# design 1

Design 1, signal wires on met1:
Bar = 20 um.
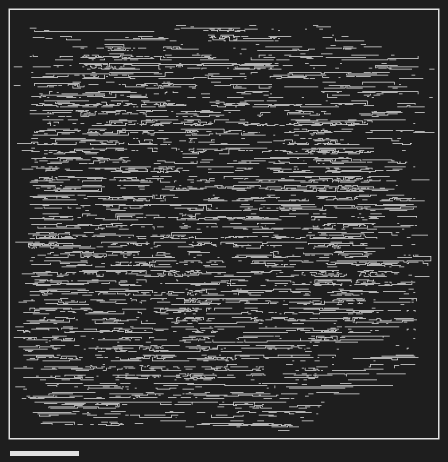

## config.mk

```make
export PLATFORM = sky130hd
export DESIGN_NAME = fp_addsub_norm_pipe
export DESIGN_NICKNAME = d
export VERILOG_FILES = /design/src/rtl/fp_addsub_pkg.sv /design/src/rtl/fp_norm_shifter.sv /design/src/rtl/fp_addsub_norm_pipe.sv
export SDC_FILE = /design/constraint.sdc
export NUM_CORES = 1
export LEC_CHECK = 0
export CAP_MARGIN = 0
export CORE_MARGIN = 2
export CORE_UTILIZATION = 55
export DETAILED_ROUTE_END_ITERATION = 8
export PLACE_DENSITY = 0.84
export SETUP_SLACK_MARGIN = 0.15
export SYNTH_ARGS = -nofsm -noshare
export SYNTH_HDL_FRONTEND = slang
export SYNTH_HIERARCHICAL = 1
export SYNTH_SLANG_ARGS = --single-unit
```

## constraint.sdc

```tcl
create_clock -name clk -period 3.3 [get_ports clk]
set_clock_uncertainty 0.15 [all_clocks]
set_input_delay 0.66 -clock clk [delete_from_list [all_inputs] [get_ports clk]]
set_output_delay 0.66 -clock clk [all_outputs]
set_load 0.03 [all_outputs]
```

## src/rtl/fp_addsub_pkg.sv

```systemverilog
// Shared definitions for the FP add/sub datapath: default widths, clog2 and
// a priority leading-zero counter used by the normalisation pipeline.
package fp_addsub_pkg;

    localparam int MAN_W_DEF = 23;
    localparam int GRD_W_DEF = 8;
    localparam int LZC_MAX_W = 64;
    localparam int LZC_CNT_W = 7;

    typedef struct packed {
        logic [LZC_CNT_W-1:0] lz;
        logic                 zero;
    } lzc_t;

    function automatic int clog2(input int value);
        int res;
        res = 0;
        for (int i = 0; i < 31; i++) begin
            if ((32'sd1 << i) < value) begin
                res = i + 1;
            end else begin
                res = res;
            end
        end
        return res;
    endfunction

    // Leading zeros counted from bit w-1; the highest set bit wins, zero input gives lz=0
    function automatic lzc_t lzc(input logic [LZC_MAX_W-1:0] sum, input int w);
        lzc_t res;
        logic found;
        res.lz   = '0;
        res.zero = 1'b1;
        found    = 1'b0;
        for (int i = LZC_MAX_W - 1; i >= 0; i--) begin
            if ((i < w) && !found && sum[i]) begin
                found    = 1'b1;
                res.zero = 1'b0;
                res.lz   = LZC_CNT_W'(w - 1 - i);
            end else begin
                found = found;
            end
        end
        return res;
    endfunction

endpackage

```

## src/rtl/fp_norm_shifter.sv

```systemverilog
// Logarithmic left barrel shifter with zero fill, one level per shift-amount bit.
module fp_norm_shifter #(
    parameter int SUM_W = 33,
    parameter int SH_W  = 6
) (
    input  logic [SUM_W-1:0] data,
    input  logic [SH_W-1:0]  shift,
    output logic [SUM_W-1:0] result
);

    logic [SUM_W-1:0] lvl_s;

    // Each level conditionally shifts by a power of two
    always_comb begin
        lvl_s = data;
        for (int i = 0; i < SH_W; i++) begin
            if (shift[i]) begin
                lvl_s = lvl_s << (32'd1 << i);
            end else begin
                lvl_s = lvl_s;
            end
        end
        result = lvl_s;
    end

endmodule

```

## src/rtl/fp_addsub_norm_pipe.sv

```systemverilog
// Three-stage valid/ready pipeline: mantissa add/sub, leading-zero detect,
// full normalising left shift. Sits between exponent align and round/pack.
module fp_addsub_norm_pipe
    import fp_addsub_pkg::*;
#(
    parameter int MAN_W = MAN_W_DEF,
    parameter int GRD_W = GRD_W_DEF,
    parameter int SUM_W = MAN_W + GRD_W + 2,
    parameter int SH_W  = clog2(SUM_W)
) (
    input  logic             clk,
    input  logic             rst_n,
    input  logic             in_valid,
    output logic             in_ready,
    input  logic [MAN_W-1:0] in_mmax,
    input  logic [MAN_W:0]   in_mmin,
    input  logic             in_sa,
    input  logic             in_sb,
    input  logic             in_maxab,
    input  logic             in_opmode,
    output logic             out_valid,
    input  logic             out_ready,
    output logic [SUM_W-1:0] out_sum,
    output logic [SH_W-1:0]  out_shift,
    output logic             out_psgn,
    output logic             out_opr,
    output logic             out_zero
);

    logic             ld1_s, ld2_s, ld3_s;
    logic             v1_r, v2_r;
    logic [SUM_W-1:0] a_s, b_s, sum_s;
    logic             opr_s, psgn_s;
    logic [SUM_W-1:0] s1_sum_r;
    logic             s1_opr_r, s1_psgn_r;
    lzc_t             lzc_s;
    logic             lz_unused_s;
    logic [SUM_W-1:0] s2_sum_r;
    logic [SH_W-1:0]  s2_lz_r;
    logic             s2_zero_r, s2_opr_r, s2_psgn_r;
    logic [SUM_W-1:0] shifted_s;

    // Stage k loads when empty or when stage k+1 loads this cycle
    always_comb begin
        ld3_s    = ~out_valid | out_ready;
        ld2_s    = ~v2_r | ld3_s;
        ld1_s    = ~v1_r | ld2_s;
        in_ready = rst_n & ld1_s;
    end

    // Effective operation, result sign and raw aligned sum (B<=A guaranteed upstream)
    always_comb begin
        opr_s  = in_opmode ^ in_sa ^ in_sb;
        psgn_s = in_maxab ? in_sb : in_sa;
        a_s    = {1'b0, 1'b1, in_mmax, {GRD_W{1'b0}}};
        b_s    = {1'b0, in_mmin, {GRD_W{1'b0}}};
        if (opr_s) begin
            sum_s = a_s - b_s;
        end else begin
            sum_s = a_s + b_s;
        end
    end

    // Stage 1 register
    always_ff @(posedge clk or negedge rst_n) begin
        if (!rst_n) begin
            v1_r      <= 1'b0;
            s1_sum_r  <= '0;
            s1_opr_r  <= 1'b0;
            s1_psgn_r <= 1'b0;
        end else if (ld1_s) begin
            v1_r <= in_valid;
            if (in_valid) begin
                s1_sum_r  <= sum_s;
                s1_opr_r  <= opr_s;
                s1_psgn_r <= psgn_s;
            end
        end
    end

    // Leading-zero detect on the stage-1 sum
    always_comb begin
        lzc_s       = lzc(LZC_MAX_W'(s1_sum_r), SUM_W);
        lz_unused_s = ^lzc_s.lz;
    end

    // Stage 2 register
    always_ff @(posedge clk or negedge rst_n) begin
        if (!rst_n) begin
            v2_r      <= 1'b0;
            s2_sum_r  <= '0;
            s2_lz_r   <= '0;
            s2_zero_r <= 1'b0;
            s2_opr_r  <= 1'b0;
            s2_psgn_r <= 1'b0;
        end else if (ld2_s) begin
            v2_r <= v1_r;
            if (v1_r) begin
                s2_sum_r  <= s1_sum_r;
                s2_lz_r   <= SH_W'(lzc_s.lz);
                s2_zero_r <= lzc_s.zero;
                s2_opr_r  <= s1_opr_r;
                s2_psgn_r <= s1_psgn_r;
            end
        end
    end

    fp_norm_shifter #(
        .SUM_W(SUM_W),
        .SH_W (SH_W)
    ) u_shifter (
        .data  (s2_sum_r),
        .shift (s2_lz_r),
        .result(shifted_s)
    );

    // Stage 3 output register; an exact zero is reported as +0
    always_ff @(posedge clk or negedge rst_n) begin
        if (!rst_n) begin
            out_valid <= 1'b0;
            out_sum   <= '0;
            out_shift <= '0;
            out_psgn  <= 1'b0;
            out_opr   <= 1'b0;
            out_zero  <= 1'b0;
        end else if (ld3_s) begin
            out_valid <= v2_r;
            if (v2_r) begin
                out_sum   <= shifted_s;
                out_shift <= s2_lz_r;
                out_psgn  <= s2_psgn_r & ~s2_zero_r;
                out_opr   <= s2_opr_r;
                out_zero  <= s2_zero_r;
            end
        end
    end

endmodule

```

# design 2

**src/rtl/hash_msg_feeder.sv**
```systemverilog
// Message initiator for hash_top: buffers {eom, byte} entries, replays them
// through the load_byte handshake and returns the digest over valid/ready.
module hash_msg_feeder #(
    parameter int FIFO_DEPTH = 16
) (
    input  logic        clk,
    input  logic        reset,
    input  logic        in_valid,
    input  logic [7:0]  in_byte,
    input  logic        in_eom,
    output logic        in_ready,
    output logic        start_msg,
    output logic [7:0]  msg_byte,
    output logic        valid_in,
    output logic        msg_done,
    input  logic        load_byte,
    input  logic        round_exec_active,
    input  logic [7:0]  digest [7:0],
    input  logic        digest_ready,
    output logic [63:0] out_digest,
    output logic [15:0] out_len,
    output logic        out_valid,
    input  logic        out_ready,
    output logic        busy
);
    localparam int AW = $clog2(FIFO_DEPTH);
    localparam logic [AW:0] FULL = (AW+1)'(FIFO_DEPTH);
    localparam logic [AW:0] ONE = (AW+1)'(1);

    typedef enum logic [2:0] {
        IDLE, WAIT_RND, DRIVE, HOLD, WAIT_DIG, OUT
    } state_t;

    state_t state;

    logic [8:0]    mem [FIFO_DEPTH];
    logic [AW-1:0] wr_ptr;
    logic [AW-1:0] rd_ptr;
    logic [AW:0]   count;
    logic [AW:0]   count_n;
    logic          push;
    logic          pop;
    logic          empty;
    logic          head_eom;
    logic [7:0]    head_byte;
    logic [15:0]   len_cnt;
    logic          dr_q;
    logic          dig_rise;

    assign empty     = (count == '0);
    assign head_eom  = mem[rd_ptr][8];
    assign head_byte = mem[rd_ptr][7:0];
    assign push      = in_valid && in_ready;
    assign dig_rise  = digest_ready && !dr_q;

    // Data bytes leave the FIFO only after the core has latched them.
    always_comb begin
        pop = 1'b0;
        unique case (state)
            IDLE:     pop = !empty && head_eom;
            WAIT_RND: pop = !empty && !round_exec_active && head_eom;
            HOLD:     pop = 1'b1;
            default:  pop = 1'b0;
        endcase
    end

    always_comb begin
        count_n = count;
        if (push && !pop) begin
            count_n = count + ONE;
        end else if (pop && !push) begin
            count_n = count - ONE;
        end
    end

    always_ff @(posedge clk) begin
        if (push) begin
            mem[wr_ptr] <= {in_eom, in_byte};
        end
    end

    always_ff @(posedge clk or posedge reset) begin
        if (reset) begin
            wr_ptr   <= '0;
            rd_ptr   <= '0;
            count    <= '0;
            in_ready <= 1'b1;
        end else begin
            if (push) begin
                wr_ptr <= wr_ptr + AW'(1);
            end
            if (pop) begin
                rd_ptr <= rd_ptr + AW'(1);
            end
            count    <= count_n;
            in_ready <= (count_n != FULL);
        end
    end

    always_ff @(posedge clk or posedge reset) begin
        if (reset) begin
            state      <= IDLE;
            start_msg  <= 1'b0;
            msg_byte   <= '0;
            valid_in   <= 1'b0;
            msg_done   <= 1'b0;
            out_digest <= '0;
            out_len    <= '0;
            out_valid  <= 1'b0;
            busy       <= 1'b0;
            len_cnt    <= '0;
            dr_q       <= 1'b0;
        end else begin
            start_msg <= 1'b0;
            msg_done  <= 1'b0;
            dr_q      <= digest_ready;
            unique case (state)
                IDLE: begin
                    if (!empty) begin
                        start_msg <= 1'b1;
                        len_cnt   <= '0;
                        busy      <= 1'b1;
                        if (head_eom) begin
                            msg_done <= 1'b1;
                            state    <= WAIT_DIG;
                        end else begin
                            state <= WAIT_RND;
                        end
                    end
                end
                WAIT_RND: begin
                    if (!empty && !round_exec_active) begin
                        if (head_eom) begin
                            msg_done <= 1'b1;
                            state    <= WAIT_DIG;
                        end else begin
                            msg_byte <= head_byte;
                            valid_in <= 1'b1;
                            state    <= DRIVE;
                        end
                    end
                end
                DRIVE: begin
                    if (load_byte) begin
                        state <= HOLD;
                    end
                end
                HOLD: begin
                    valid_in <= 1'b0;
                    if (len_cnt != 16'hFFFF) begin
                        len_cnt <= len_cnt + 16'd1;
                    end
                    state <= WAIT_RND;
                end
                WAIT_DIG: begin
                    if (dig_rise) begin
                        out_digest <= {digest[0], digest[1], digest[2],
                                       digest[3], digest[4], digest[5],
                                       digest[6], digest[7]};
                        out_len    <= len_cnt;
                        out_valid  <= 1'b1;
                        state      <= OUT;
                    end
                end
                OUT: begin
                    if (out_ready) begin
                        out_valid <= 1'b0;
                        busy      <= 1'b0;
                        state     <= IDLE;
                    end
                end
                default: state <= IDLE;
            endcase
        end
    end
endmodule
```
**config.mk**
```make
export PLATFORM = sky130hd
export DESIGN_NAME = hash_msg_feeder
export DESIGN_NICKNAME = d
export VERILOG_FILES = /design/src/rtl/hash_msg_feeder.sv
export SDC_FILE = /design/constraint.sdc
export NUM_CORES = 1
export LEC_CHECK = 0
export CORE_MARGIN = 2
export CORE_UTILIZATION = 48
export DETAILED_ROUTE_END_ITERATION = 6
export GPL_ROUTABILITY_DRIVEN = 1
export PLACE_DENSITY = 0.79
export SLEW_MARGIN = 20
export SYNTH_ARGS = -nofsm -noshare
export SYNTH_HDL_FRONTEND = slang
export SYNTH_SLANG_ARGS = --single-unit
```
**constraint.sdc**
```tcl
create_clock -name clk -period 3.7 [get_ports clk]
set_input_delay 0.37 -clock clk [delete_from_list [all_inputs] [get_ports clk]]
set_output_delay 0.37 -clock clk [all_outputs]
set_load 0.05 [all_outputs]
```
Design 2, signal wires on met1:
Bar = 50 um.
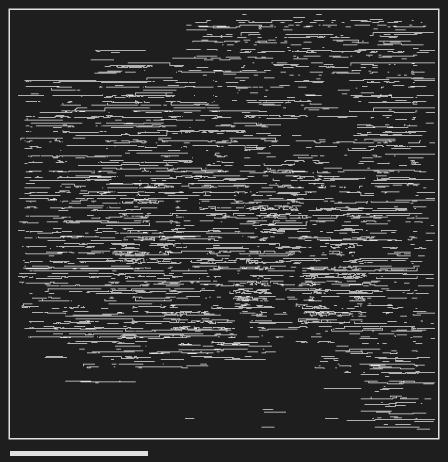
wire length on this layer	9670 um
share of all routed wire	40%
main direction	horizontal
M1 GR Usage: 0.268
Via Count: 6484

==> impl_metrics.ini, design 2 <==
; synthesis and place-and-route metrics
[yosys]
ys.flops = 271
top_area_frac = 0.398
ys_types = 54

[clock_tree]
worstSkewPairLatency_ns = 0.54
max-clock-path-buffers = 3

[sta]
fin_worst_skew_ns = 0.00849
fin_crit_ns = 3.08
worst_slack_ns = 0.624

[setup_path]
crit-reg2reg-capture = in_ready
cpPeakStageDelay_ns = 0.69

[die]
boundaryPins = 174

[flow_run]
openroad.warnings = 31

[run_status]
status = finished clean

[place]
placed_area_um2 = 13100

[pwr]
power-top-group = combinational cells
power.total_w = 0.0122
pwr-share-seq = 0.356
powerSeq_w = 0.00436
power_frac_clock = 0.241

[grt]
grt_pass1_vias = 6557

[final_layout]
nFillCells = 1614
n_antenna_cell = 0
area_growth_pct = 29.1
-- design 2: final cells by class --
cell class / count / share of cell area
multi-input cells: 342 / 0.227
flip-flops and latches: 271 / 0.535
clock buffers: 38 / 0.0577
inverters: 14 / 0.00401
repair buffers: 198 / 0.139
clock inverters: 12 / 0.0125
well taps: 285 / 0.0254
-- design 2: cells in the mapped netlist (2+ instances only) --
cell	number
mux2_2	83
nand3_1	10
or3_1	4
nand4_1	9
buf_1	6
a221oi_4	2
ha_1	9
and4_1	2
buf_2	3
nand3b_1	3
edfxtp_1	144
and2_1	2
mux4_2	32
and3_1	5
nor3_1	6
xor2_1	10
xnor2_1	10
a211oi_1	3
a311oi_1	2
nor2_1	33
a21o_1	5
dfrtp_1	126
nand2b_1	2
a222oi_1	5
clkbuf_1	20
a221oi_1	5
o21ai_0	12
nor4_1	2
o21ai_1	4
inv_1	14
mux2i_1	16
nand2_1	35
a21oi_1	10
o211ai_1	3
nor2b_1	3
-- design 2: registers in the layout, summed over array words and instances, names as in the netlist, 3 cells and up --
signal and count:
mem 144, out_digest 64, len_cnt 16, out_len 16, msg_byte 8, count 5
rd_ptr 4, wr_ptr 4, state 3
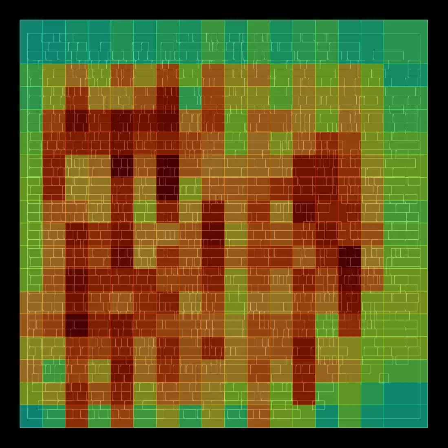
Design 1: track usage over the die
GR Util met2: 0.543
Util after Layout: 0.795
global-route usage over all layers: 0.301
post-DR wirelength/cell: 20.4 um
M1 GR Usage: 0.345

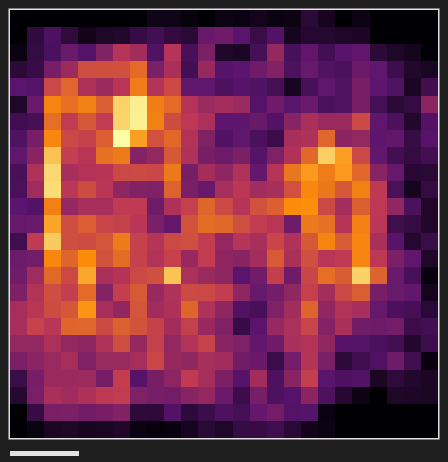
Design 1: wiring heat map
Bar = 20 um. The die is cut into 25 by 25 equal tiles; black is low, pale yellow is high, scaled to the fullest tile. Values are wire area over tile area, all layers added.
mean over tiles	0.27
densest ninth of the die	left middle
tiles over half the peak	26%
nearly empty tiles	6.1%
fullest tile	0.76
final wirelength: 24700 um
Via Count: 7498

About 'signal wires on met1' of design 1:
wire length on this layer	8940 um
share of all routed wire	36%
main direction	horizontal
nets with wire on the layer	982

==> impl_metrics.ini, design 1 <==
; synthesis and place-and-route metrics
[run_status]
status = finished, violations left
violations = setup timing

[setup_path]
r2r_setup_slack_ns = 0.67
rr_startpoint = s2_lz_r[1]
endpoint = s1_sum_r[31]
startpoint_type = input pin

[flow_run]
drv_cap = 0

[pwr]
pwr-share-comb = 0.606
ir_drop_v = 0.000374
power.total_w = 0.00876
power_frac_clock = 0.128

[clock_tree]
post_cts_resized = 94
cts_setup_buffers = 21
root_buffer = clkbuf_16

[place]
placed_area_um2 = 9910

[final_layout]
reg.largest.list = out_sum (33), s1_sum_r (25), s2_sum_r (25)
lay_top_count = buf_4
stdcell_area_um2 = 11100
largest_register_ffs = 33

[sta]
setup_violations = 13
worst_slack_ns = -0.570
fin_tns_setup_ns = -5.34

[yosys]
common_cells = dfrtp_1, mux2_2, nand2_1, nor2_1, a21oi_1

[die]
die_h_um = 124

[grt]
grt_max_degree = 67
==> design 1: final cells by class <==
type | instances | area, um^2
fill | 856 | 2850
inverter | 17 | 66.3
sequential | 104 | 2600
clock buffer | 9 | 225
tap | 180 | 225
multi-input combinational | 650 | 5720
timing repair buffer | 244 | 2160
clock inverter | 7 | 86.3
==> design 1: through the flow <==
step,util,hold WS (ns)
after floorplan,-,0.214
after global placement,0.712,0.313
after detailed placement,0.712,0.321
after CTS,0.765,0.292
after global routing,0.795,0.318
final,0.795,0.289
==> design 1: logic make-up (layout without fill, tap and decap cells) <==
| group | Yosys count | after routing | share of synthesized area |
|---|---|---|---|
| buf+inv | 59 | 277 | 0.0371 |
| fa+ha+maj | 25 | 25 | 0.0406 |
| simple gates | 234 | 234 | 0.149 |
| xor+xnor | 43 | 43 | 0.0478 |
| compound gates | 166 | 166 | 0.137 |
| other cells | 1 | 45 | 0.000476 |
| mux | 137 | 137 | 0.257 |
| flops | 104 | 104 | 0.330 |
==> design 1: routing by layer <==
layer / vias to the layer above / track usage / wire length, um
met2: 374 / 0.543 / 12700
met1: 3621 / 0.345 / 8940
met5: - / 0 / 0
met3: 143 / 0.0375 / 1150
met4: 0 / 0.167 / 1910
li1: 3360 / - / -

==> gallery <==
Cell area per tile.
picture 1
Bar = 50 um. The die is cut into 15 by 15 equal tiles; black is low, pale yellow is high, 0 to 100% covered.
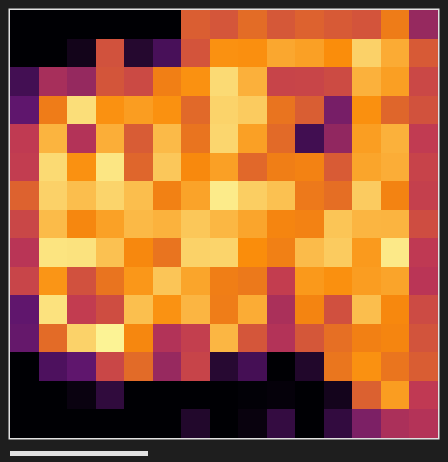
picture 2
Bar = 20 um. The die is cut into 12 by 12 equal tiles; black is low, pale yellow is high, 0 to 100% covered.
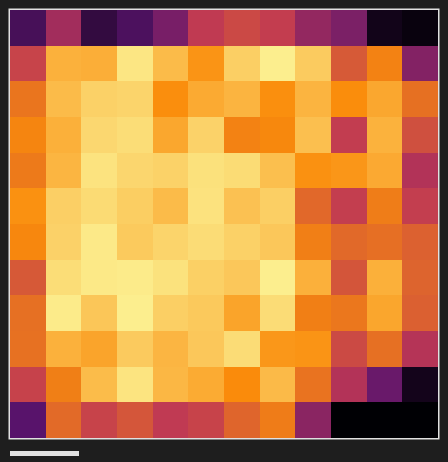
The one with the largest die is picture 1.
The one with the highest utilization is picture 2.
Design 2 is picture 1.
Design 1 is picture 2.



==> notes/layouts.md <==
Pictures saved along the way, in no particular order.

Metal 2.
(a)
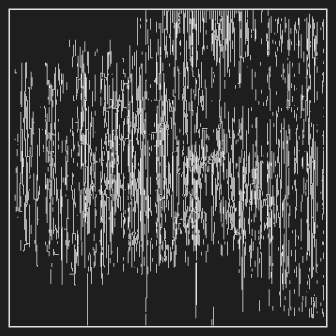
(b)
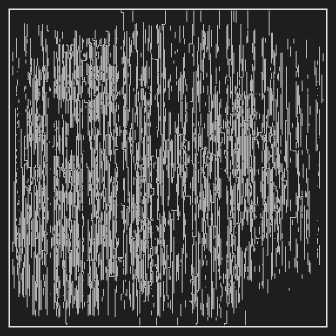
(a): design 2
(b): design 1

Key to (b):
wire length on this layer	12700 um
main direction	vertical
nets with wire on the layer	1005

No activity file was given, so power comes from the tool's default toggle rates.
